# ---- spi_master_sequencer_flat ----
## src/rtl/spi_seq_if.sv

```systemverilog
// Handshake and status bundle between the SPI transfer sequencer and its controller / SCK block.
// Controller drives start/clk_div; the sequencer drives the baud phase, framing and strobes.
interface spi_seq_if #(
  parameter int BITS      = 8,
  parameter int DIV_WIDTH = 8
);
  localparam int CNT_W = $clog2(BITS + 1);

  logic                 start;
  logic [DIV_WIDTH-1:0] clk_div;
  logic                 M_BaudRate;
  logic                 idle;
  logic                 SS_n;
  logic                 busy;
  logic                 done;
  logic                 baud_rise_stb;
  logic                 baud_fall_stb;
  logic [CNT_W-1:0]     bit_cnt;

  modport master (
    output start,
    output clk_div,
    input  M_BaudRate,
    input  idle,
    input  SS_n,
    input  busy,
    input  done,
    input  baud_rise_stb,
    input  baud_fall_stb,
    input  bit_cnt
  );

  modport slave (
    input  start,
    input  clk_div,
    output M_BaudRate,
    output idle,
    output SS_n,
    output busy,
    output done,
    output baud_rise_stb,
    output baud_fall_stb,
    output bit_cnt
  );
endinterface

```

## src/rtl/spi_master_sequencer.sv

```systemverilog
// SPI master transfer sequencer: frames one BITS-bit transfer as SETUP / XFER / HOLD half-periods
// and emits the baud phase, idle gating, slave select, handshakes and edge strobes, all registered.
module spi_master_sequencer #(
  parameter int BITS      = 8,
  parameter int DIV_WIDTH = 8
) (
  input  logic      clk,
  input  logic      rst,
  spi_seq_if.slave  bus
);
  localparam int CNT_W = $clog2(BITS + 1);

  typedef enum logic [1:0] {
    S_IDLE  = 2'd0,
    S_SETUP = 2'd1,
    S_XFER  = 2'd2,
    S_HOLD  = 2'd3
  } state_t;

  state_t               r_state;
  state_t               w_state_nxt;
  logic [DIV_WIDTH-1:0] r_div_q;
  logic [DIV_WIDTH-1:0] w_div_nxt;
  logic [DIV_WIDTH-1:0] r_hp_cnt;
  logic [DIV_WIDTH-1:0] w_hp_nxt;
  logic [CNT_W-1:0]     r_bit_cnt;
  logic [CNT_W-1:0]     w_bit_nxt;
  logic                 r_baud;
  logic                 w_baud_nxt;
  logic                 r_idle;
  logic                 w_idle_nxt;
  logic                 r_ss_n;
  logic                 w_ss_n_nxt;
  logic                 r_busy;
  logic                 w_busy_nxt;
  logic                 r_done;
  logic                 w_done_nxt;
  logic                 r_rise_stb;
  logic                 w_rise_nxt;
  logic                 r_fall_stb;
  logic                 w_fall_nxt;
  logic                 w_boundary;
  logic                 w_last_bit;

  // A half-period ends on the cycle the counter reaches the latched divider.
  assign w_boundary = (r_hp_cnt == r_div_q);
  assign w_last_bit = (r_bit_cnt == CNT_W'(BITS - 1));

  // Next-state and next-output decode; every output is computed here and registered below.
  always_comb begin
    w_state_nxt = r_state;
    w_div_nxt   = r_div_q;
    w_bit_nxt   = r_bit_cnt;
    w_baud_nxt  = r_baud;
    w_idle_nxt  = r_idle;
    w_ss_n_nxt  = r_ss_n;
    w_done_nxt  = 1'b0;
    w_rise_nxt  = 1'b0;
    w_fall_nxt  = 1'b0;
    if (w_boundary) begin
      w_hp_nxt = {DIV_WIDTH{1'b0}};
    end else begin
      w_hp_nxt = r_hp_cnt + DIV_WIDTH'(1);
    end

    case (r_state)
      S_IDLE: begin
        w_hp_nxt   = {DIV_WIDTH{1'b0}};
        w_baud_nxt = 1'b0;
        w_idle_nxt = 1'b1;
        if (bus.start) begin
          w_state_nxt = S_SETUP;
          w_div_nxt   = bus.clk_div;
          w_bit_nxt   = {CNT_W{1'b0}};
          w_ss_n_nxt  = 1'b0;
        end else begin
          w_ss_n_nxt  = 1'b1;
        end
      end

      S_SETUP: begin
        if (w_boundary) begin
          w_state_nxt = S_XFER;
          w_baud_nxt  = 1'b0;
          w_idle_nxt  = 1'b0;
        end else begin
          w_state_nxt = S_SETUP;
        end
      end

      S_XFER: begin
        if (w_boundary) begin
          w_baud_nxt = ~r_baud;
          if (!r_baud) begin
            w_rise_nxt = 1'b1;
          end else begin
            // A falling phase completes one bit; the BITS-th fall closes the transfer.
            w_fall_nxt = 1'b1;
            w_bit_nxt  = r_bit_cnt + CNT_W'(1);
            if (w_last_bit) begin
              w_state_nxt = S_HOLD;
              w_idle_nxt  = 1'b1;
            end else begin
              w_state_nxt = S_XFER;
            end
          end
        end else begin
          w_state_nxt = S_XFER;
        end
      end

      S_HOLD: begin
        if (w_boundary) begin
          w_state_nxt = S_IDLE;
          w_ss_n_nxt  = 1'b1;
          w_done_nxt  = 1'b1;
        end else begin
          w_state_nxt = S_HOLD;
        end
      end

      default: begin
        w_state_nxt = S_IDLE;
        w_hp_nxt    = {DIV_WIDTH{1'b0}};
        w_bit_nxt   = {CNT_W{1'b0}};
        w_baud_nxt  = 1'b0;
        w_idle_nxt  = 1'b1;
        w_ss_n_nxt  = 1'b1;
      end
    endcase

    w_busy_nxt = (w_state_nxt != S_IDLE);
  end

  // State, counters and output registers with synchronous reset.
  always_ff @(posedge clk) begin
    if (rst) begin
      r_state    <= S_IDLE;
      r_div_q    <= {DIV_WIDTH{1'b0}};
      r_hp_cnt   <= {DIV_WIDTH{1'b0}};
      r_bit_cnt  <= {CNT_W{1'b0}};
      r_baud     <= 1'b0;
      r_idle     <= 1'b1;
      r_ss_n     <= 1'b1;
      r_busy     <= 1'b0;
      r_done     <= 1'b0;
      r_rise_stb <= 1'b0;
      r_fall_stb <= 1'b0;
    end else begin
      r_state    <= w_state_nxt;
      r_div_q    <= w_div_nxt;
      r_hp_cnt   <= w_hp_nxt;
      r_bit_cnt  <= w_bit_nxt;
      r_baud     <= w_baud_nxt;
      r_idle     <= w_idle_nxt;
      r_ss_n     <= w_ss_n_nxt;
      r_busy     <= w_busy_nxt;
      r_done     <= w_done_nxt;
      r_rise_stb <= w_rise_nxt;
      r_fall_stb <= w_fall_nxt;
    end
  end

  assign bus.M_BaudRate    = r_baud;
  assign bus.idle          = r_idle;
  assign bus.SS_n          = r_ss_n;
  assign bus.busy          = r_busy;
  assign bus.done          = r_done;
  assign bus.baud_rise_stb = r_rise_stb;
  assign bus.baud_fall_stb = r_fall_stb;
  assign bus.bit_cnt       = r_bit_cnt;
endmodule

```

## src/flat_wrapper.sv

```systemverilog
// flat-port wrapper written by rule: the top's interface ports become plain ports
module spi_master_sequencer_flat 
#(
  parameter int BITS      = 8,
  parameter int DIV_WIDTH = 8
)
  (clk, rst, bus_start, bus_clk_div, bus_M_BaudRate, bus_idle, bus_SS_n, bus_busy, bus_done, bus_baud_rise_stb, bus_baud_fall_stb, bus_bit_cnt);
  spi_seq_if #(.BITS(BITS), .DIV_WIDTH(DIV_WIDTH)) bus_i ();
  input  logic clk;
  input  logic rst;
  input wire logic [$bits(bus_i.start)-1:0] bus_start;
  input wire logic [$bits(bus_i.clk_div)-1:0] bus_clk_div;
  output wire logic [$bits(bus_i.M_BaudRate)-1:0] bus_M_BaudRate;
  output wire logic [$bits(bus_i.idle)-1:0] bus_idle;
  output wire logic [$bits(bus_i.SS_n)-1:0] bus_SS_n;
  output wire logic [$bits(bus_i.busy)-1:0] bus_busy;
  output wire logic [$bits(bus_i.done)-1:0] bus_done;
  output wire logic [$bits(bus_i.baud_rise_stb)-1:0] bus_baud_rise_stb;
  output wire logic [$bits(bus_i.baud_fall_stb)-1:0] bus_baud_fall_stb;
  output wire logic [$bits(bus_i.bit_cnt)-1:0] bus_bit_cnt;
  assign bus_i.start = bus_start;
  assign bus_i.clk_div = bus_clk_div;
  assign bus_M_BaudRate = bus_i.M_BaudRate;
  assign bus_idle = bus_i.idle;
  assign bus_SS_n = bus_i.SS_n;
  assign bus_busy = bus_i.busy;
  assign bus_done = bus_i.done;
  assign bus_baud_rise_stb = bus_i.baud_rise_stb;
  assign bus_baud_fall_stb = bus_i.baud_fall_stb;
  assign bus_bit_cnt = bus_i.bit_cnt;
  spi_master_sequencer #(.BITS(BITS), .DIV_WIDTH(DIV_WIDTH)) u_core (.clk(clk), .rst(rst), .bus(bus_i));
endmodule
```

## config.mk

```make
export PLATFORM = sky130hd
export DESIGN_NAME = spi_master_sequencer_flat
export DESIGN_NICKNAME = d
export VERILOG_FILES = /design/src/rtl/spi_seq_if.sv /design/src/rtl/spi_master_sequencer.sv /design/src/flat_wrapper.sv
export SDC_FILE = /design/constraint.sdc
export NUM_CORES = 1
export LEC_CHECK = 0
export CAP_MARGIN = 20
export CORE_AREA = 2 2 50 52
export CTS_BUF_LIST = sky130_fd_sc_hd__clkbuf_2
export DETAILED_ROUTE_END_ITERATION = 7
export DIE_AREA = 0 0 52 54
export DONT_BUFFER_PORTS = 1
export GPL_ROUTABILITY_DRIVEN = 0
export PLACE_DENSITY_LB_ADDON = 0.05
export SYNTH_ARGS = -nofsm -noshare
export SYNTH_HDL_FRONTEND = slang
export SYNTH_SLANG_ARGS = --single-unit
```

## constraint.sdc

```tcl
create_clock -name clk -period 1.8 [get_ports clk]
set_input_delay 0.36 -clock clk [delete_from_list [all_inputs] [get_ports clk]]
set_output_delay 0.36 -clock clk [all_outputs]
set_load 0.005 [all_outputs]
```

### Met1 routing, spi_master_sequencer_flat

The bar under the picture is 20 µm long.
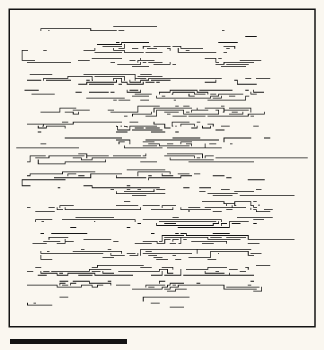
longest straight run: 18.9 µm
nets with wire on the layer: 152

### The metal 2 layer, spi_master_sequencer_flat

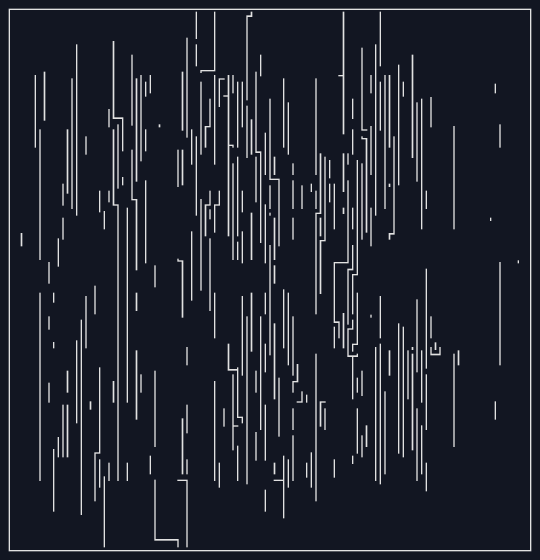
wire length on this layer: 1280 µm
nets with wire on the layer: 142

==> qor.csv <==
stage,metric,value,unit
pwr,pwr dens,961,nW/µm²
floorplan,die height,54,µm
grt,met3 Use GR,6.11,%
layout,clk tree area frac,2.34,%
yosys,yosys simple share,32.5,%
yosys,cell with the most instances after synthesis,dfxtp_1,
cts,CTS hold repair buffers,0,
grt,met1 track demand over resource,29.2,%
worst_setup_path,Crit path max-delay family,simple AND/OR/NAND/NOR gates,
status,status,"complete, no violations",
cts,CTS tree,yes,
floorplan,num ports,22,
worst_setup_path,Setup crit start kind,flip-flop,
place,Port-buffer cells,0,
hold_path,worst hold path depth,1,
pwr,Clock Power Share,21.1,%
cts,Clock Latency Late Sink,0.34,ns
cts,Resize count post-CTS,0,
place,placed cell area,1400,µm²
worst_setup_path,RR Startpoint,u_core.r_hp_cnt[4]$_SDFF_PP0_,
yosys,asr flop ratio synth,0,%
layout,seq_cells,29,
drt,Detailed Routing Iterations Pass 1,4,
pwr,P_int,0.000924,W
pwr,Power Clock,0.000293,W
### M3 wires, spi_master_sequencer_flat

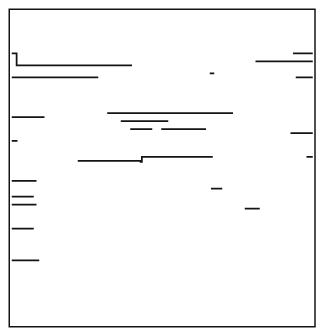
nets with wire on the layer: 19
share of all routed wire: 5.4%


# ---- alu_multicycle ----
### config.mk
export PLATFORM = sky130hd
export DESIGN_NAME = alu_multicycle
export DESIGN_NICKNAME = d
export VERILOG_FILES = /design/src/rtl/alu_pkg.sv /design/src/rtl/alu_slice.sv /design/src/rtl/alu_multicycle.sv
export SDC_FILE = /design/constraint.sdc
export NUM_CORES = 1
export LEC_CHECK = 0
export CORE_AREA = 2 2 157 159
export DETAILED_ROUTE_END_ITERATION = 7
export DIE_AREA = 0 0 159 161
export PLACE_DENSITY = 0.76
export SKIP_CTS_REPAIR_TIMING = 1
export SLEW_MARGIN = 20
export SYNTH_ARGS = -nofsm -noshare
export SYNTH_HDL_FRONTEND = slang
export SYNTH_SLANG_ARGS = --single-unit
### constraint.sdc
create_clock -name clk -period 5.4 [get_ports clk]
set_input_delay 0.54 -clock clk [delete_from_list [all_inputs] [get_ports clk]]
set_output_delay 0.54 -clock clk [all_outputs]
set_load 0.01 [all_outputs]
### src/rtl/alu_pkg.sv
// Shared definitions for the multi-cycle ALU: function codes, FSM states, CC bit positions.
// Latency: n/a (package only).
// Backpressure: n/a (package only).
package alu_pkg;

  typedef enum logic [1:0] {
    FUN_ADD = 2'b00,
    FUN_SUB = 2'b01,
    FUN_AND = 2'b10,
    FUN_XOR = 2'b11
  } fun_e;

  typedef enum logic [1:0] {
    ST_IDLE = 2'b00,
    ST_BUSY = 2'b01,
    ST_DONE = 2'b10
  } state_e;

  // Bit positions inside cc = {ZF,SF,OF}
  localparam int CC_ZF = 2;
  localparam int CC_SF = 1;
  localparam int CC_OF = 0;

endpackage

### src/rtl/alu_slice.sv
// One CHUNK-bit ALU slice: add-with-carry (ADD/SUB), AND, XOR selected by fun_i.
// Latency: combinational.
// Backpressure: none; the caller sequences slices.
// Ports: fun_i function code, a_i/b_i slice operands (b_i already inverted for SUB),
//        cin_i carry-in, y_o slice result, cout_o carry-out (0 for logic ops).
module alu_slice
  import alu_pkg::*;
#(
  parameter int CHUNK = 16
) (
  input  logic [1:0]       fun_i,
  input  logic [CHUNK-1:0] a_i,
  input  logic [CHUNK-1:0] b_i,
  input  logic             cin_i,
  output logic [CHUNK-1:0] y_o,
  output logic             cout_o
);

  always_comb begin
    y_o    = '0;
    cout_o = 1'b0;
    case (fun_e'(fun_i))
      // SUB arrives here as a + ~b + 1, so it shares the adder with ADD.
      FUN_ADD, FUN_SUB: {cout_o, y_o} = {1'b0, a_i} + {1'b0, b_i} + {{CHUNK{1'b0}}, cin_i};
      FUN_AND:          y_o = a_i & b_i;
      FUN_XOR:          y_o = a_i ^ b_i;
      default:          y_o = '0;
    endcase
  end

endmodule

### src/rtl/alu_multicycle.sv
// Multi-cycle ADD/SUB/AND/XOR ALU with {ZF,SF,OF} condition codes, CHUNK bits per cycle.
// Latency: out_valid rises WIDTH/CHUNK edges after the accept edge.
// Backpressure: result/cc held in DONE until out_ready; in_ready low outside IDLE.
// Ports: clk, rst_n (async low); in_valid/in_ready/fun/a/b request side;
//        out_valid/out_ready/result/cc response side.
module alu_multicycle
  import alu_pkg::*;
#(
  parameter int WIDTH = 64,
  parameter int CHUNK = 16
) (
  input  logic             clk,
  input  logic             rst_n,
  input  logic             in_valid,
  output logic             in_ready,
  input  logic [1:0]       fun,
  input  logic [WIDTH-1:0] a,
  input  logic [WIDTH-1:0] b,
  output logic             out_valid,
  input  logic             out_ready,
  output logic [WIDTH-1:0] result,
  output logic [2:0]       cc
);

  localparam int N  = WIDTH / CHUNK;
  localparam int CW = (N > 1) ? $clog2(N) : 1;

  generate
    if (WIDTH % CHUNK != 0) begin : g_bad_chunk
      $error("alu_multicycle: WIDTH must be a multiple of CHUNK");
    end
  endgenerate

  state_e           state_q;
  logic [CW-1:0]    count_q;
  logic [WIDTH-1:0] a_q, b_q, acc_q;
  logic             a_msb_q, b_msb_q;   // operand signs kept aside since a_q/b_q shift
  logic [1:0]       fun_q;
  logic             carry_q;
  logic [WIDTH-1:0] result_q;
  logic [2:0]       cc_q;
  logic             out_valid_q;

  logic [CHUNK-1:0] slice_y;
  logic             slice_cout;
  logic [WIDTH-1:0] a_shift, b_shift, res_d;
  logic [2:0]       cc_d;
  logic             last_slice;

  // The low CHUNK bits of a_q/b_q are always the slice being worked on.
  alu_slice #(.CHUNK(CHUNK)) u_slice (
    .fun_i  (fun_q),
    .a_i    (a_q[CHUNK-1:0]),
    .b_i    (b_q[CHUNK-1:0]),
    .cin_i  (carry_q),
    .y_o    (slice_y),
    .cout_o (slice_cout)
  );

  // Operands shift right one slice per cycle; results shift in from the top, so after
  // N cycles acc holds the full word in order.
  generate
    if (N == 1) begin : g_single
      assign a_shift = a_q;
      assign b_shift = b_q;
      assign res_d   = slice_y;
    end else begin : g_multi
      assign a_shift = {{CHUNK{1'b0}}, a_q[WIDTH-1:CHUNK]};
      assign b_shift = {{CHUNK{1'b0}}, b_q[WIDTH-1:CHUNK]};
      assign res_d   = {slice_y, acc_q[WIDTH-1:CHUNK]};
    end
  endgenerate

  assign last_slice = (count_q == CW'(N - 1));

  // b_msb_q is post-inversion, so "same signs" covers both ADD and SUB overflow.
  always_comb begin
    cc_d        = 3'b000;
    cc_d[CC_ZF] = (res_d == '0);
    cc_d[CC_SF] = res_d[WIDTH-1];
    cc_d[CC_OF] = (fun_q == FUN_ADD || fun_q == FUN_SUB) &&
                  (a_msb_q == b_msb_q) && (res_d[WIDTH-1] != a_msb_q);
  end

  always_ff @(posedge clk or negedge rst_n) begin
    if (!rst_n) begin
      state_q     <= ST_IDLE;
      count_q     <= '0;
      a_q         <= '0;
      b_q         <= '0;
      acc_q       <= '0;
      a_msb_q     <= 1'b0;
      b_msb_q     <= 1'b0;
      fun_q       <= 2'b00;
      carry_q     <= 1'b0;
      result_q    <= '0;
      cc_q        <= 3'b000;
      out_valid_q <= 1'b0;
    end else begin
      case (state_q)
        ST_IDLE: begin
          if (in_valid) begin
            a_q     <= a;
            b_q     <= (fun == FUN_SUB) ? ~b : b;
            a_msb_q <= a[WIDTH-1];
            b_msb_q <= (fun == FUN_SUB) ? ~b[WIDTH-1] : b[WIDTH-1];
            fun_q   <= fun;
            carry_q <= (fun == FUN_SUB);
            count_q <= '0;
            state_q <= ST_BUSY;
          end
        end
        ST_BUSY: begin
          a_q     <= a_shift;
          b_q     <= b_shift;
          acc_q   <= res_d;
          carry_q <= slice_cout;
          count_q <= count_q + CW'(1);
          if (last_slice) begin
            result_q    <= res_d;
            cc_q        <= cc_d;
            out_valid_q <= 1'b1;
            state_q     <= ST_DONE;
          end
        end
        ST_DONE: begin
          if (out_ready) begin
            out_valid_q <= 1'b0;
            state_q     <= ST_IDLE;
          end
        end
        default: state_q <= ST_IDLE;
      endcase
    end
  end

  assign in_ready  = (state_q == ST_IDLE);
  assign out_valid = out_valid_q;
  assign result    = result_q;
  assign cc        = cc_q;

endmodule

### Met1 routing, alu_multicycle

The bar under the picture is 50 µm long.
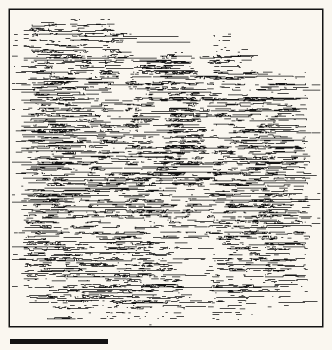
wire length on this layer: 13100 µm
main direction: horizontal
share of all routed wire: 45%

==> qor.csv <==
stage,metric,value,unit
place,gpl congestion,0.830,
floorplan,die width,159,µm
floorplan,num ports,203,
floorplan,n_taps,324,
layout,NonClk Buf Share,14.6,%
drt,wire length on met2,13800,µm
pwr,P_int,0.00557,W
pwr,Comb power,0.00417,W
yosys,xor/xnor share,4.81,%
yosys,yosys aoi share,15.8,%
worst_setup_path,Levels on crit path,10,
grt,largest net degree at the start of global routing,138,
status,status,"complete, no violations",
worst_setup_path,Critical Path End Type,flip-flop,
worst_setup_path,critical-path cell with the highest stage delay,fa_1,
yosys,Cells after Synth,1169,
drt,Via density,5.55,
pwr,P_seq,0.00342,W

# ---- reg_bank_shadowed_flat ----
File: src/rtl/reg_bank_shadowed_pkg.sv
// Shared types and address decode for the shadowed register bank.
// Region helper keeps the address map in one place.
package reg_bank_pkg;

    typedef enum logic {
        IDLE,
        ARMED
    } commit_state_t;

    typedef enum logic [1:0] {
        REG_RO,
        REG_RW,
        REG_OOR
    } region_t;

    function automatic region_t decode_region(
        input int unsigned addr,
        input int unsigned ro_depth,
        input int unsigned rw_depth
    );
        if (addr < ro_depth) begin
            return REG_RO;
        end
        if (addr < ro_depth + rw_depth) begin
            return REG_RW;
        end
        return REG_OOR;
    endfunction

endpackage

File: src/rtl/reg_bank_shadowed_if.sv
// Host register bus of the shadowed register bank.
// The host is the master, the bank is the slave.
interface reg_bank_shadowed_if #(
    parameter int unsigned ADDR_W     = 8,
    parameter int unsigned DATA_WIDTH = 16
);
    logic [ADDR_W-1:0]     mem_addr;
    logic [DATA_WIDTH-1:0] mem_data_in;
    logic                  mem_we;
    logic                  mem_re;
    logic [DATA_WIDTH-1:0] mem_data_out;
    logic                  mem_rvalid;
    logic                  mem_err;

    modport master (
        output mem_addr,
        output mem_data_in,
        output mem_we,
        output mem_re,
        input  mem_data_out,
        input  mem_rvalid,
        input  mem_err
    );

    modport slave (
        input  mem_addr,
        input  mem_data_in,
        input  mem_we,
        input  mem_re,
        output mem_data_out,
        output mem_rvalid,
        output mem_err
    );
endinterface

File: src/rtl/reg_bank_shadowed_commit_fsm.sv
// Commit sequencer: decides when shadow words move to the active copy.
// Mode 0 waits for a frame boundary, mode 1 copies on the request itself.
module reg_bank_commit_fsm
    import reg_bank_pkg::*;
#(
    parameter int unsigned COMMIT_MODE = 0
) (
    input  logic clk,
    input  logic rst,
    input  logic commit_req,
    input  logic frame_start,
    output logic copy_en,
    output logic commit_pending,
    output logic commit_done
);

    commit_state_t state_q;
    logic          pending_q;
    logic          done_q;

    // Copy strobe: acts on the same edge that sees the trigger
    always_comb begin
        copy_en = 1'b0;
        if (COMMIT_MODE == 0) begin
            copy_en = (state_q == ARMED) && frame_start;
        end else begin
            copy_en = (state_q == IDLE) && commit_req;
        end
    end

    // State register with registered pending/done flags
    always_ff @(posedge clk) begin
        if (rst) begin
            state_q   <= IDLE;
            pending_q <= 1'b0;
            done_q    <= 1'b0;
        end else begin
            done_q <= copy_en;
            unique case (state_q)
                IDLE: begin
                    if (COMMIT_MODE == 0 && commit_req) begin
                        state_q   <= ARMED;
                        pending_q <= 1'b1;
                    end
                end
                ARMED: begin
                    if (frame_start) begin
                        state_q   <= IDLE;
                        pending_q <= 1'b0;
                    end
                end
            endcase
        end
    end

    assign commit_pending = pending_q;
    assign commit_done    = done_q;

endmodule

File: src/rtl/reg_bank_shadowed.sv
// Register bank with status ROM, shadow RAM and atomically committed
// active copy feeding the gamma datapath.
module reg_bank_shadowed
    import reg_bank_pkg::*;
#(
    parameter int unsigned DATA_WIDTH   = 16,
    parameter int unsigned RO_DEPTH     = 128,
    parameter int unsigned RW_DEPTH     = 128,
    parameter int unsigned RO_CH        = 4,
    parameter int unsigned DP_CH        = 4,
    parameter int unsigned COMMIT_MODE  = 0,
    parameter int unsigned RW_RESET_VAL = 0
) (
    input  logic                        clk,
    input  logic                        rst,
    reg_bank_shadowed_if.slave          bus,
    input  logic [RO_CH*DATA_WIDTH-1:0] ro_in,
    input  logic                        commit_req,
    input  logic                        frame_start,
    output logic                        commit_pending,
    output logic                        commit_done,
    output logic [DP_CH*DATA_WIDTH-1:0] dp_out
);

    localparam int unsigned ADDR_W = $clog2(RO_DEPTH + RW_DEPTH);
    localparam int unsigned RW_IW  =
        (RW_DEPTH > 1) ? $clog2(RW_DEPTH) : 1;
    localparam logic [DATA_WIDTH-1:0] RST_W =
        DATA_WIDTH'(RW_RESET_VAL);

    if (RO_CH > RO_DEPTH) begin : g_bad_ro_ch
        $error("RO_CH must not exceed RO_DEPTH");
    end
    if (DP_CH > RW_DEPTH) begin : g_bad_dp_ch
        $error("DP_CH must not exceed RW_DEPTH");
    end
    if (RO_DEPTH < 1) begin : g_bad_ro_depth
        $error("RO_DEPTH must be at least 1");
    end
    if (RW_DEPTH < 1) begin : g_bad_rw_depth
        $error("RW_DEPTH must be at least 1");
    end

    logic [DATA_WIDTH-1:0] ro_w     [RO_CH];
    logic [DATA_WIDTH-1:0] shadow_q [RW_DEPTH];
    logic [DATA_WIDTH-1:0] active_q [DP_CH];
    logic [DATA_WIDTH-1:0] rdata_d;
    logic [DATA_WIDTH-1:0] rdata_q;
    logic                  rvalid_q;
    logic                  err_q;
    region_t               region;
    logic [RW_IW-1:0]      rw_idx;
    logic                  wr_ok;
    logic                  wr_err;
    logic                  rd_err;
    logic                  copy_en;

    for (genvar c = 0; c < RO_CH; c++) begin : g_ro
        assign ro_w[c] = ro_in[c*DATA_WIDTH +: DATA_WIDTH];
    end

    assign region = decode_region(32'(bus.mem_addr), RO_DEPTH, RW_DEPTH);
    assign rw_idx = RW_IW'(bus.mem_addr - ADDR_W'(RO_DEPTH));
    assign wr_ok  = bus.mem_we && (region == REG_RW);
    assign wr_err = bus.mem_we && (region != REG_RW);
    assign rd_err = bus.mem_re && (region == REG_OOR);

    // Read mux: status channels, zero-filled ROM tail, shadow RAM
    always_comb begin
        rdata_d = '0;
        unique case (region)
            REG_RO: begin
                for (int c = 0; c < int'(RO_CH); c++) begin
                    if (bus.mem_addr == ADDR_W'(c)) begin
                        rdata_d = ro_w[c];
                    end
                end
            end
            REG_RW:  rdata_d = shadow_q[rw_idx];
            default: rdata_d = '0;
        endcase
    end

    // Shadow RAM: host writes land here only
    always_ff @(posedge clk) begin
        if (rst) begin
            for (int i = 0; i < int'(RW_DEPTH); i++) begin
                shadow_q[i] <= RST_W;
            end
        end else if (wr_ok) begin
            shadow_q[rw_idx] <= bus.mem_data_in;
        end
    end

    // Active copy: takes pre-write shadow values on the commit edge
    always_ff @(posedge clk) begin
        if (rst) begin
            for (int i = 0; i < int'(DP_CH); i++) begin
                active_q[i] <= RST_W;
            end
        end else if (copy_en) begin
            for (int i = 0; i < int'(DP_CH); i++) begin
                active_q[i] <= shadow_q[i];
            end
        end
    end

    // Read pipeline: one-cycle latency, data held between reads
    always_ff @(posedge clk) begin
        if (rst) begin
            rdata_q  <= '0;
            rvalid_q <= 1'b0;
            err_q    <= 1'b0;
        end else begin
            rvalid_q <= bus.mem_re;
            err_q    <= rd_err || wr_err;
            if (bus.mem_re) begin
                rdata_q <= rdata_d;
            end
        end
    end

    assign bus.mem_data_out = rdata_q;
    assign bus.mem_rvalid   = rvalid_q;
    assign bus.mem_err      = err_q;

    for (genvar d = 0; d < DP_CH; d++) begin : g_dp
        assign dp_out[d*DATA_WIDTH +: DATA_WIDTH] = active_q[d];
    end

    reg_bank_commit_fsm #(
        .COMMIT_MODE (COMMIT_MODE)
    ) u_commit (
        .clk            (clk),
        .rst            (rst),
        .commit_req     (commit_req),
        .frame_start    (frame_start),
        .copy_en        (copy_en),
        .commit_pending (commit_pending),
        .commit_done    (commit_done)
    );

endmodule

File: src/flat_wrapper.sv
// flat-port wrapper written by rule: the top's interface ports become plain ports
module reg_bank_shadowed_flat import reg_bank_pkg::*;
#(
    parameter int unsigned DATA_WIDTH   = 16,
    parameter int unsigned RO_DEPTH     = 128,
    parameter int unsigned RW_DEPTH     = 128,
    parameter int unsigned RO_CH        = 4,
    parameter int unsigned DP_CH        = 4,
    parameter int unsigned COMMIT_MODE  = 0,
    parameter int unsigned RW_RESET_VAL = 0
)
  (clk, rst, ro_in, commit_req, frame_start, commit_pending, commit_done, dp_out, bus_mem_addr, bus_mem_data_in, bus_mem_we, bus_mem_re, bus_mem_data_out, bus_mem_rvalid, bus_mem_err);
  reg_bank_shadowed_if #(.ADDR_W(8), .DATA_WIDTH(DATA_WIDTH)) bus_i ();
  input  logic clk;
  input  logic rst;
  input  logic [RO_CH*DATA_WIDTH-1:0] ro_in;
  input  logic commit_req;
  input  logic frame_start;
  output logic commit_pending;
  output logic commit_done;
  output logic [DP_CH*DATA_WIDTH-1:0] dp_out;
  input wire logic [$bits(bus_i.mem_addr)-1:0] bus_mem_addr;
  input wire logic [$bits(bus_i.mem_data_in)-1:0] bus_mem_data_in;
  input wire logic [$bits(bus_i.mem_we)-1:0] bus_mem_we;
  input wire logic [$bits(bus_i.mem_re)-1:0] bus_mem_re;
  output wire logic [$bits(bus_i.mem_data_out)-1:0] bus_mem_data_out;
  output wire logic [$bits(bus_i.mem_rvalid)-1:0] bus_mem_rvalid;
  output wire logic [$bits(bus_i.mem_err)-1:0] bus_mem_err;
  assign bus_i.mem_addr = bus_mem_addr;
  assign bus_i.mem_data_in = bus_mem_data_in;
  assign bus_i.mem_we = bus_mem_we;
  assign bus_i.mem_re = bus_mem_re;
  assign bus_mem_data_out = bus_i.mem_data_out;
  assign bus_mem_rvalid = bus_i.mem_rvalid;
  assign bus_mem_err = bus_i.mem_err;
  reg_bank_shadowed #(.DATA_WIDTH(DATA_WIDTH), .RO_DEPTH(RO_DEPTH), .RW_DEPTH(RW_DEPTH), .RO_CH(RO_CH), .DP_CH(DP_CH), .COMMIT_MODE(COMMIT_MODE), .RW_RESET_VAL(RW_RESET_VAL)) u_core (.clk(clk), .rst(rst), .bus(bus_i), .ro_in(ro_in), .commit_req(commit_req), .frame_start(frame_start), .commit_pending(commit_pending), .commit_done(commit_done), .dp_out(dp_out));
endmodule
File: config.mk
export PLATFORM = sky130hd
export DESIGN_NAME = reg_bank_shadowed_flat
export DESIGN_NICKNAME = d
export VERILOG_FILES = /design/src/rtl/reg_bank_shadowed_pkg.sv /design/src/rtl/reg_bank_shadowed_if.sv /design/src/rtl/reg_bank_shadowed_commit_fsm.sv /design/src/rtl/reg_bank_shadowed.sv /design/src/flat_wrapper.sv
export SDC_FILE = /design/constraint.sdc
export NUM_CORES = 2
export LEC_CHECK = 0
export ABC_AREA = 1
export CORE_MARGIN = 10
export CORE_UTILIZATION = 39
export DETAILED_ROUTE_END_ITERATION = 12
export PLACE_DENSITY = 0.61
export SYNTH_ARGS = -nofsm -noshare
export SYNTH_HDL_FRONTEND = slang
export SYNTH_SLANG_ARGS = --single-unit
File: constraint.sdc
create_clock -name clk -period 5.7 [get_ports clk]
set_clock_uncertainty 0.05 [all_clocks]
set_input_delay 1.71 -clock clk [delete_from_list [all_inputs] [get_ports clk]]
set_output_delay 1.71 -clock clk [all_outputs]
set_load 0.01 [all_outputs]
### Met1 routing, reg_bank_shadowed_flat

The bar under the picture is 200 µm long.
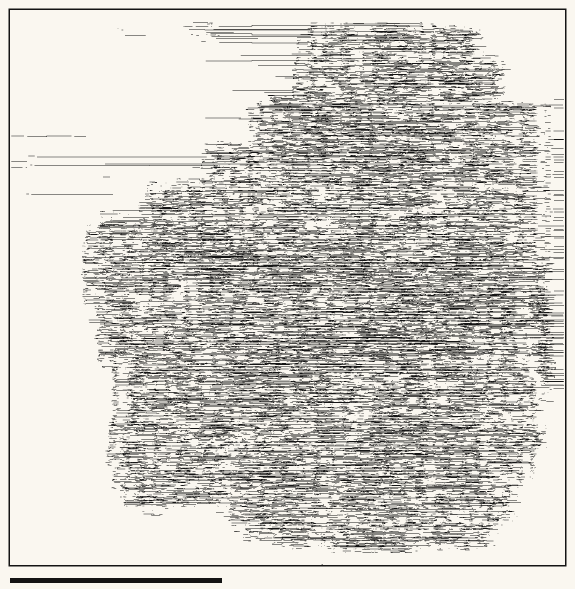
longest straight run: 160 µm
main direction: horizontal

==> qor.csv <==
stage,metric,value,unit
status,status,"complete, no violations",
layout,NonClk Buf Share,4.57,%
worst_setup_path,reg2reg end,u_core.bus.mem_data_out[6]$_SDFFE_PP0P_,
floorplan,n_taps,3348,
floorplan,core area,251000,µm²
layout,Comb gates,6645,
yosys,Max-area cell share,64.4,%
grt,GRT Max-Usage Layer,met2,
drt,Starting DRT DRC Count,8896,
yosys,Post-synth top cells,"3253 x nor2_1, 2112 x edfxtp_1, 2006 x nand2_1, 1083 x inv_1, 581 x clkbuf_1",
cts,Num CTS Buffers,218,
place,placed cell area,105000,µm²
floorplan,FP Rows,184,
worst_setup_path,Levels on crit path,16,
grt,Overflow after GRT,0,
pwr,switching share of power,24.8,%
worst_setup_path,Crit path max-delay family,buffers and inverters,
yosys,Post-synth EDFFs,2112,

# ---- onehot_rr_arbiter ----
### Met1 routing, onehot_rr_arbiter

The bar under the picture is 20 µm long.
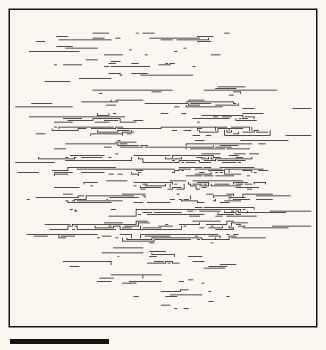
### The metal 2 layer, onehot_rr_arbiter

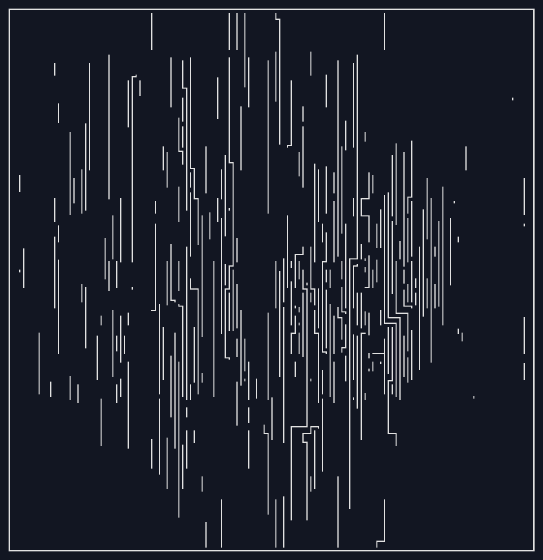
### M3 wires, onehot_rr_arbiter

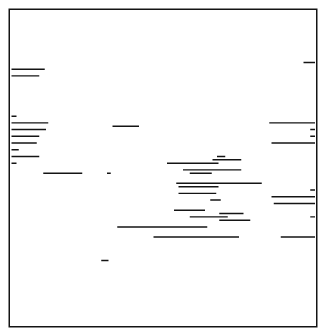
==> src/rtl/onehot_rr_arbiter.sv <==
// Round-robin arbiter with a one-hot rotating priority pointer and a per-grant hold limit.
// Optional ONEHOT_ARB_LOCK_EN adds a `lock` input that suppresses the hold timeout.
module onehot_rr_arbiter #(
  parameter int N        = 8,
  parameter int MAX_HOLD = 4,
  parameter int HW       = 3,
  parameter int IDW      = 3
) (
  input  logic           clk,
  input  logic           rst,
  input  logic           en,
`ifdef ONEHOT_ARB_LOCK_EN
  input  logic           lock,
`endif
  input  logic [N-1:0]   req,
  output logic [N-1:0]   gnt,
  output logic           gnt_valid,
  output logic [IDW-1:0] gnt_id,
  output logic [N-1:0]   ptr,
  output logic           dbg_state
);

  // Handshake: req[i] is a level request; gnt[i] high means requester i owns the resource
  // that cycle. A requester drops req[i] to release; the grant ends on the following edge.

  typedef enum logic {IDLE, GRANT} state_t;

  state_t         state_q, state_d;
  logic [N-1:0]   gnt_q, gnt_d;
  logic [N-1:0]   ptr_q, ptr_d;
  logic [HW-1:0]  hold_q, hold_d;
  logic           valid_q;
  logic [IDW-1:0] id_q;

  // First set bit of r at or above the pointer position, wrapping N-1 -> 0.
  function automatic logic [N-1:0] pick(input logic [N-1:0] p, input logic [N-1:0] r);
    logic found;
    int   j;
    pick  = '0;
    found = 1'b0;
    for (int s = 0; s < N; s++) begin
      if (p[IDW'(s)]) begin
        for (int k = 0; k < N; k++) begin
          j = (s + k) % N;
          if (!found && r[IDW'(j)]) begin
            pick[IDW'(j)] = 1'b1;
            found         = 1'b1;
          end
        end
      end
    end
  endfunction

  function automatic logic [IDW-1:0] enc(input logic [N-1:0] v);
    enc = '0;
    for (int i = 0; i < N; i++) begin
      if (v[IDW'(i)]) enc = enc | IDW'(i);
    end
  endfunction

  logic          owner_req;
  logic          below_max;
  logic          keep;
  logic [N-1:0]  ptr_rot;

  assign owner_req = |(req & gnt_q);
  assign below_max = (hold_q < HW'(MAX_HOLD));
  assign ptr_rot   = {gnt_q[N-2:0], gnt_q[N-1]};
`ifdef ONEHOT_ARB_LOCK_EN
  assign keep      = owner_req && (below_max || lock);
`else
  assign keep      = owner_req && below_max;
`endif

  always_comb begin
    state_d = state_q;
    gnt_d   = gnt_q;
    ptr_d   = ptr_q;
    hold_d  = hold_q;
    case (state_q)
      IDLE: begin
        if (en && (|req)) begin
          gnt_d   = pick(ptr_q, req);
          hold_d  = HW'(1);
          state_d = GRANT;
        end else begin
          gnt_d  = '0;
          hold_d = '0;
        end
      end
      GRANT: begin
        if (keep) begin
          // Saturates at MAX_HOLD while locked.
          if (below_max) hold_d = hold_q + HW'(1);
        end else begin
          ptr_d = ptr_rot;
          if (en && (|req)) begin
            gnt_d  = pick(ptr_rot, req);
            hold_d = HW'(1);
          end else begin
            gnt_d   = '0;
            hold_d  = '0;
            state_d = IDLE;
          end
        end
      end
      default: begin
        state_d = IDLE;
        gnt_d   = '0;
        hold_d  = '0;
      end
    endcase
  end

  always_ff @(posedge clk or negedge rst) begin
    if (!rst) begin
      state_q <= IDLE;
      gnt_q   <= '0;
      ptr_q   <= N'(1);
      hold_q  <= '0;
      valid_q <= 1'b0;
      id_q    <= '0;
    end else begin
      state_q <= state_d;
      gnt_q   <= gnt_d;
      ptr_q   <= ptr_d;
      hold_q  <= hold_d;
      valid_q <= |gnt_d;
      id_q    <= enc(gnt_d);
    end
  end

  assign gnt       = gnt_q;
  assign gnt_valid = valid_q;
  assign gnt_id    = id_q;
  assign ptr       = ptr_q;
  assign dbg_state = (state_q == GRANT);

endmodule

==> config.mk <==
export PLATFORM = sky130hd
export DESIGN_NAME = onehot_rr_arbiter
export DESIGN_NICKNAME = d
export VERILOG_FILES = /design/src/rtl/onehot_rr_arbiter.sv
export SDC_FILE = /design/constraint.sdc
export NUM_CORES = 1
export LEC_CHECK = 0
export CORE_AREA = 2 2 60 62
export DETAILED_ROUTE_END_ITERATION = 8
export DIE_AREA = 0 0 62 64
export GPL_ROUTABILITY_DRIVEN = 0
export PLACE_DENSITY = 0.66
export SYNTH_ARGS = -nofsm -noshare
export SYNTH_HDL_FRONTEND = slang
export SYNTH_SLANG_ARGS = --single-unit
==> constraint.sdc <==
create_clock -name clk -period 2.8 [get_ports clk]
set_input_delay 0.7 -clock clk [delete_from_list [all_inputs] [get_ports clk]]
set_output_delay 0.7 -clock clk [all_outputs]
set_load 0.02 [all_outputs]
==> qor.csv <==
stage,metric,value,unit
worst_setup_path,Critical Path Max Stage Delay,0.66,ns
hold_path,hold_sp,hold_q[0]$_DFFE_PN0P_,
pwr,Sw Pwr,0.000124,W
pwr,P_seq,0.000335,W
worst_setup_path,CP bufs+invs,2,
worst_setup_path,"Cell Chain, Critical Path",clkdlybuf4s50_1 > nand2b_1 > a21oi_1 > buf_4 > a21oi_1 > o21ba_2 > o221ai_1 > or4b_1,
yosys,Post-synth top cells,"22 x dfrtp_1, 9 x nor2_1, 8 x mux2_2, 7 x and3_1, 7 x nand2b_1",
grt,Overflow after GRT,0,
worst_setup_path,Levels on crit path,8,
sta,setup ws final,0.231,ns
sta,setup TNS,0,ns
floorplan,num ports,32,
yosys,mapped cell area,1290,µm²
status,status,"complete, no violations",
cts,clock tree buffer depth,2,
floorplan,die height,64,µm
yosys,yosys aoi share,20.1,%
layout,Post-Layout Cell Count,204,
yosys,yosys simple share,18.8,%
worst_setup_path,critical path type,input port to flip-flop,
cts,Resize count post-CTS,0,
## Picture notes: 'Met1 routing' of onehot_rr_arbiter
wire length on this layer: 1410 µm
share of all routed wire: 44%
longest straight run: 21.2 µm
nets with wire on the layer: 145
main direction: horizontal

## Picture notes: 'The metal 2 layer' of onehot_rr_arbiter
wire length on this layer: 1540 µm
share of all routed wire: 48%
nets with wire on the layer: 151

## Picture notes: 'M3 wires' of onehot_rr_arbiter
main direction: horizontal
wire length on this layer: 228 µm
nets with wire on the layer: 36
longest straight run: 17.9 µm


# ---- wb_arbiter ----
## config.mk

```make
export PLATFORM = sky130hd
export DESIGN_NAME = wb_arbiter
export DESIGN_NICKNAME = d
export VERILOG_FILES = /design/src/rtl/wb_arbiter.sv
export SDC_FILE = /design/constraint.sdc
export NUM_CORES = 1
export LEC_CHECK = 0
export ABC_AREA = 1
export CAP_MARGIN = 20
export CORE_MARGIN = 1.5
export CORE_UTILIZATION = 44
export DETAILED_ROUTE_END_ITERATION = 8
export PLACE_DENSITY = 0.86
export SETUP_SLACK_MARGIN = 0.1
export SLEW_MARGIN = 20
export SYNTH_ARGS = -nofsm -noshare
export SYNTH_HDL_FRONTEND = slang
export SYNTH_SLANG_ARGS = --single-unit
export TNS_END_PERCENT = 20
```

## constraint.sdc

```tcl
create_clock -name clk -period 4.3 [get_ports clk]
set_input_delay 0.86 -clock clk [delete_from_list [all_inputs] [get_ports clk]]
set_output_delay 0.86 -clock clk [all_outputs]
set_load 0.01 [all_outputs]
```

## src/rtl/wb_arbiter.sv

```systemverilog
// Writeback arbiter: merges ALU results and FIFO-buffered load results into a
// single registered register-file write per cycle, with write-after-write ordering.
module wb_arbiter #(
    parameter int DEPTH = 2,
    parameter int XLEN  = 64
) (
    input  logic                     clk,
    input  logic                     rst,
    input  logic                     i_alu_valid,
    input  logic [4:0]               i_alu_rd,
    input  logic [XLEN-1:0]          i_alu_data,
    output logic                     o_alu_ready,
    input  logic                     i_ld_valid,
    input  logic [4:0]               i_ld_rd,
    input  logic [XLEN-1:0]          i_ld_data,
    output logic                     o_ld_ready,
    output logic                     o_wen,
    output logic [4:0]               o_waddr,
    output logic [XLEN-1:0]          o_wdata,
    output logic [31:0]              o_ld_pending,
    output logic [$clog2(DEPTH):0]   o_fifo_cnt
);

    // Handshake: a producer's result transfers on a rising edge where valid and
    // ready are both high; the producer holds valid/rd/data stable until then.

    localparam int PW = $clog2(DEPTH);
    localparam int CW = PW + 1;

    logic [4:0]      q_rd   [DEPTH];
    logic [XLEN-1:0] q_data [DEPTH];
    logic [PW-1:0]   rd_ptr;
    logic [PW-1:0]   wr_ptr;
    logic [CW-1:0]   count;

    logic            full;
    logic            alu_waw;
    logic            alu_fire;
    logic            push;
    logic            pop;
    logic            sel_valid;
    logic [4:0]      sel_rd;
    logic [XLEN-1:0] sel_data;
    logic [31:0]     pend;

    assign full = (count == CW'(DEPTH));

    // An entry is live when its distance from the head is below the occupancy.
    always_comb begin
        pend = '0;
        for (int i = 0; i < DEPTH; i++) begin
            if (CW'(PW'(PW'(i) - rd_ptr)) < count) begin
                pend[q_rd[i]] = 1'b1;
            end
        end
        pend[0] = 1'b0;
    end

    assign alu_waw     = (i_alu_rd != 5'd0) && pend[i_alu_rd];
    assign o_alu_ready = !full && !alu_waw;
    assign o_ld_ready  = !full;

    // A full FIFO already blocks the ALU, so the ALU wins only when not full.
    assign alu_fire  = i_alu_valid && o_alu_ready;
    assign pop       = !alu_fire && (count != '0);
    assign push      = i_ld_valid && o_ld_ready && (i_ld_rd != 5'd0);
    assign sel_valid = alu_fire || pop;
    assign sel_rd    = alu_fire ? i_alu_rd   : q_rd[rd_ptr];
    assign sel_data  = alu_fire ? i_alu_data : q_data[rd_ptr];

    always_ff @(posedge clk) begin
        if (push) begin
            q_rd[wr_ptr]   <= i_ld_rd;
            q_data[wr_ptr] <= i_ld_data;
        end
    end

    always_ff @(posedge clk or posedge rst) begin
        if (rst) begin
            rd_ptr  <= '0;
            wr_ptr  <= '0;
            count   <= '0;
            o_wen   <= 1'b0;
            o_waddr <= '0;
            o_wdata <= '0;
        end else begin
            if (push) wr_ptr <= wr_ptr + PW'(1);
            if (pop)  rd_ptr <= rd_ptr + PW'(1);
            count <= count + CW'(push) - CW'(pop);
            o_wen <= sel_valid && (sel_rd != 5'd0);
            // Address/data only move on a real write so they never glitch idle.
            if (sel_valid && (sel_rd != 5'd0)) begin
                o_waddr <= sel_rd;
                o_wdata <= sel_data;
            end
        end
    end

    assign o_ld_pending = pend;
    assign o_fifo_cnt   = count;

endmodule

```

### Met1 routing, wb_arbiter

The bar under the picture is 50 µm long.
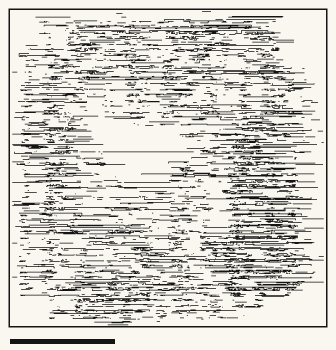
longest straight run: 43.2 µm
wire length on this layer: 11200 µm
share of all routed wire: 39%
main direction: horizontal
nets with wire on the layer: 1271

### The metal 2 layer, wb_arbiter

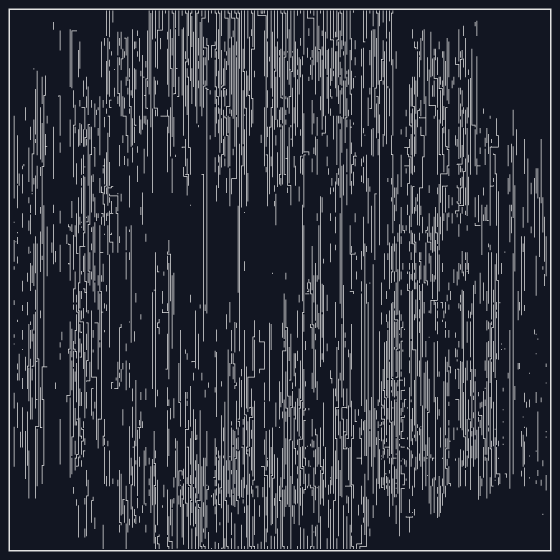
nets with wire on the layer: 1137
longest straight run: 63.9 µm
share of all routed wire: 49%

==> qor.csv <==
stage,metric,value,unit
yosys,comb area leader,simple AND/OR/NAND/NOR gates,
pwr,P_int,0.00553,W
layout,fillcell total,1763,
layout,design area,13200,µm²
grt,met2 Use GR,42.6,%
pwr,total power,0.00874,W
sta,endpoints failing setup,0,
drt,Vias,8378,
worst_setup_path,Levels on crit path,17,
yosys,Yosys top cell by area,edfxtp_1,
worst_setup_path,Setup crit start kind,flip-flop,
layout,most flop-heavy register,q_data,
status,status,"complete, no violations",
place,placed cell area,12400,µm²
floorplan,num ports,248,
grt,GRT Resource Usage Total,25.2,%
drt,wire length on met2,14000,µm
sta,Tcrit/Tclk final,90.4,%
pwr,P_seq,0.00323,W
sta,endpoints failing hold,0,
place,placed cell count,1540,
hold_path,end of the worst hold path,o_wdata[22]$_DFFE_PP0P_,
layout,diode count,0,
cts,Num CTS Buffers,23,
yosys,adder share,0.260,%
worst_setup_path,Worst setup startpoint,rd_ptr$_DFFE_PP0P_,
layout,most numerous logic cells after layout,"400 x nand2_1, 246 x clkdlybuf4s50_1, 138 x edfxtp_1",
yosys,Cell area leaders,"edfxtp_1 43%, dfrtp_1 19%, nand2_1 16%",

# ---- tdm_demux ----
### Met1 routing, tdm_demux

The bar under the picture is 20 µm long.
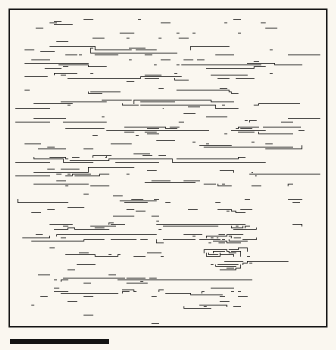
### The metal 2 layer, tdm_demux

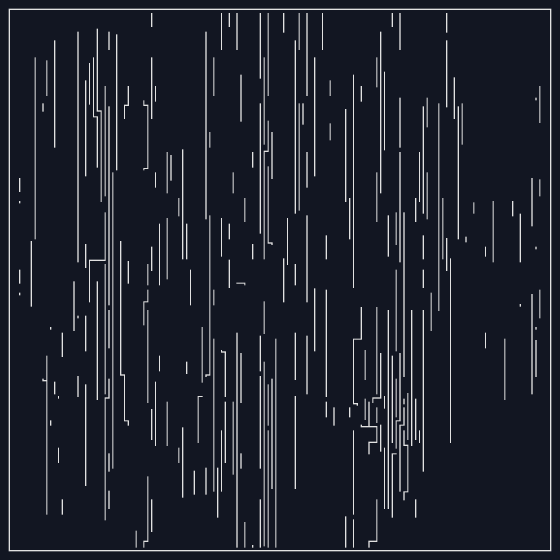
[config.mk]
export PLATFORM = sky130hd
export DESIGN_NAME = tdm_demux
export DESIGN_NICKNAME = d
export VERILOG_FILES = /design/src/rtl/tdm_demux.sv
export SDC_FILE = /design/constraint.sdc
export NUM_CORES = 1
export LEC_CHECK = 0
export ABC_CLOCK_PERIOD_IN_PS = 3700
export CORE_UTILIZATION = 40
export CTS_CLUSTER_DIAMETER = 100
export DETAILED_ROUTE_END_ITERATION = 8
export PLACE_DENSITY_LB_ADDON = 0.12
export SYNTH_ARGS = -nofsm -noshare
export SYNTH_HDL_FRONTEND = slang
export SYNTH_SLANG_ARGS = --single-unit
[constraint.sdc]
create_clock -name clk -period 3.7 [get_ports clk]
set_input_delay 0.925 -clock clk [delete_from_list [all_inputs] [get_ports clk]]
set_output_delay 0.925 -clock clk [all_outputs]
set_load 0.01 [all_outputs]
[src/rtl/tdm_demux.sv]
// TDM receive de-interleaver: locks to frame_sync, routes samples to channel registers.
// Optional DEMUX_FRAME_BUF_EN: shadow-buffer each frame and publish all channels at once.
module tdm_demux #(
  parameter int unsigned WIDTH    = 8,
  parameter int unsigned CHANNELS = 4
) (
  input  logic                      clk,
  input  logic                      rst,
  input  logic [WIDTH-1:0]          din,
  input  logic                      din_valid,
  input  logic                      frame_sync,
  output logic [CHANNELS*WIDTH-1:0] ch_data,
  output logic [CHANNELS-1:0]       ch_valid,
  output logic                      frame_done,
  output logic                      sync_err
);

  localparam int unsigned SW = $clog2(CHANNELS);
  localparam logic [SW-1:0] LAST = SW'(CHANNELS - 1);

  typedef enum logic {HUNT, RUN} state_t;

  state_t        state;
  logic [SW-1:0] slot;

  logic          accept_c;
  logic          realign_c;
  logic          last_c;
  logic [SW-1:0] wslot_c;

  // A sync always forces slot 0; unsynced samples only count once locked.
  always_comb begin
    accept_c  = din_valid && (frame_sync || state == RUN);
    realign_c = accept_c && frame_sync && state == RUN && slot != '0;
    last_c    = accept_c && !frame_sync && slot == LAST;
    wslot_c   = frame_sync ? '0 : slot;
  end

  // Lock state, slot counter and frame status strobes.
  always_ff @(posedge clk or posedge rst) begin
    if (rst) begin
      state      <= HUNT;
      slot       <= '0;
      frame_done <= 1'b0;
      sync_err   <= 1'b0;
    end else begin
      frame_done <= last_c;
      sync_err   <= realign_c;
      if (accept_c) begin
        state <= RUN;
        slot  <= last_c ? '0 : wslot_c + SW'(1);
      end
    end
  end

`ifdef DEMUX_FRAME_BUF_EN
  logic [WIDTH-1:0] shadow [CHANNELS-1];

  // Slots before the last collect in shadow; the last slot publishes the whole frame.
  always_ff @(posedge clk or posedge rst) begin
    if (rst) begin
      ch_data  <= '0;
      ch_valid <= '0;
      for (int unsigned k = 0; k < CHANNELS - 1; k++) shadow[k] <= '0;
    end else begin
      ch_valid <= last_c ? '1 : '0;
      for (int unsigned k = 0; k < CHANNELS - 1; k++) begin
        if (accept_c && !last_c && wslot_c == SW'(k)) shadow[k] <= din;
        if (last_c) ch_data[k*WIDTH +: WIDTH] <= shadow[k];
      end
      if (last_c) ch_data[(CHANNELS-1)*WIDTH +: WIDTH] <= din;
    end
  end
`else
  // Per-slot update: each accepted sample lands directly in its channel.
  always_ff @(posedge clk or posedge rst) begin
    if (rst) begin
      ch_data  <= '0;
      ch_valid <= '0;
    end else begin
      for (int unsigned k = 0; k < CHANNELS; k++) begin
        ch_valid[k] <= accept_c && wslot_c == SW'(k);
        if (accept_c && wslot_c == SW'(k)) ch_data[k*WIDTH +: WIDTH] <= din;
      end
    end
  end
`endif

endmodule

==> qor.csv <==
stage,metric,value,unit
yosys,Cells after Synth,94,
layout,fillcell total,323,
hold_path,type of the most critical hold path,flip-flop to flip-flop,
drt,routed len/inst,14.8,µm
cts,Resize count post-CTS,0,
drt,DRC viols,0,
layout,fin util,59.3,%
layout,most numerous logic cells after layout,"49 x clkdlybuf4s50_1, 41 x dfrtp_1, 32 x mux2_2",
place,dpl ws,0.992,ns
worst_setup_path,Crit Path Max Fanout,9,
grt,GRT Max-Usage Layer,met2,
floorplan,die width,64,µm
yosys,cell with the most instances after synthesis,dfrtp_1,
status,status,"complete, no violations",
sta,setup ws final,1.31,ns
pwr,P_seq,0.000665,W
sta,setup TNS,0,ns
place,gpl congestion,0.715,
yosys,Max-area cell share,66.7,%
cts,clock tree buffer depth,2,
cts,CTS root buf,clkbuf_8,
## Picture notes: 'Met1 routing' of tdm_demux
share of all routed wire: 40%
nets with wire on the layer: 136

## Picture notes: 'The metal 2 layer' of tdm_demux
wire length on this layer: 1550 µm
share of all routed wire: 53%



==> gallery <==
I/O nets highlighted.
The bar under the picture is 20 µm long.
(a)
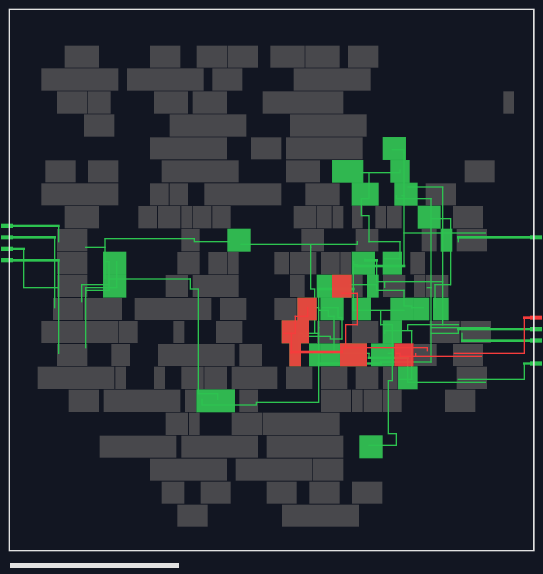
(b)
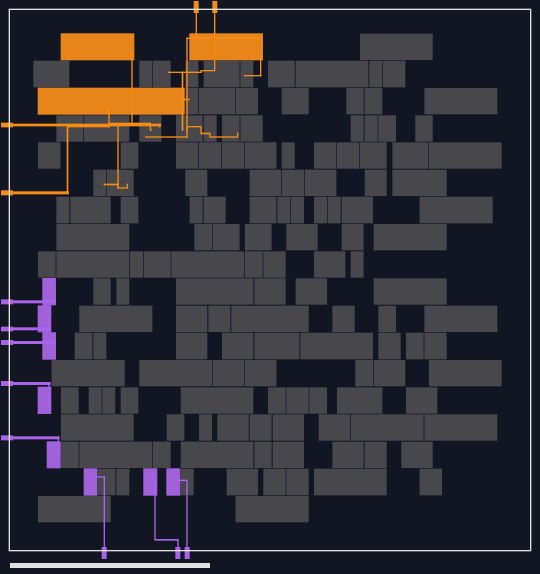
(c)
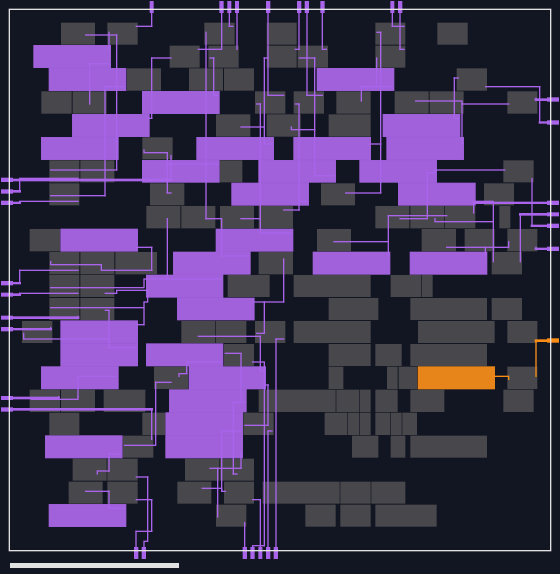
(c) is tdm_demux.
(b) is spi_master_sequencer_flat.
(a) is onehot_rr_arbiter.
The one with the smallest die is (b).

Power and IR drop assume default switching activity.
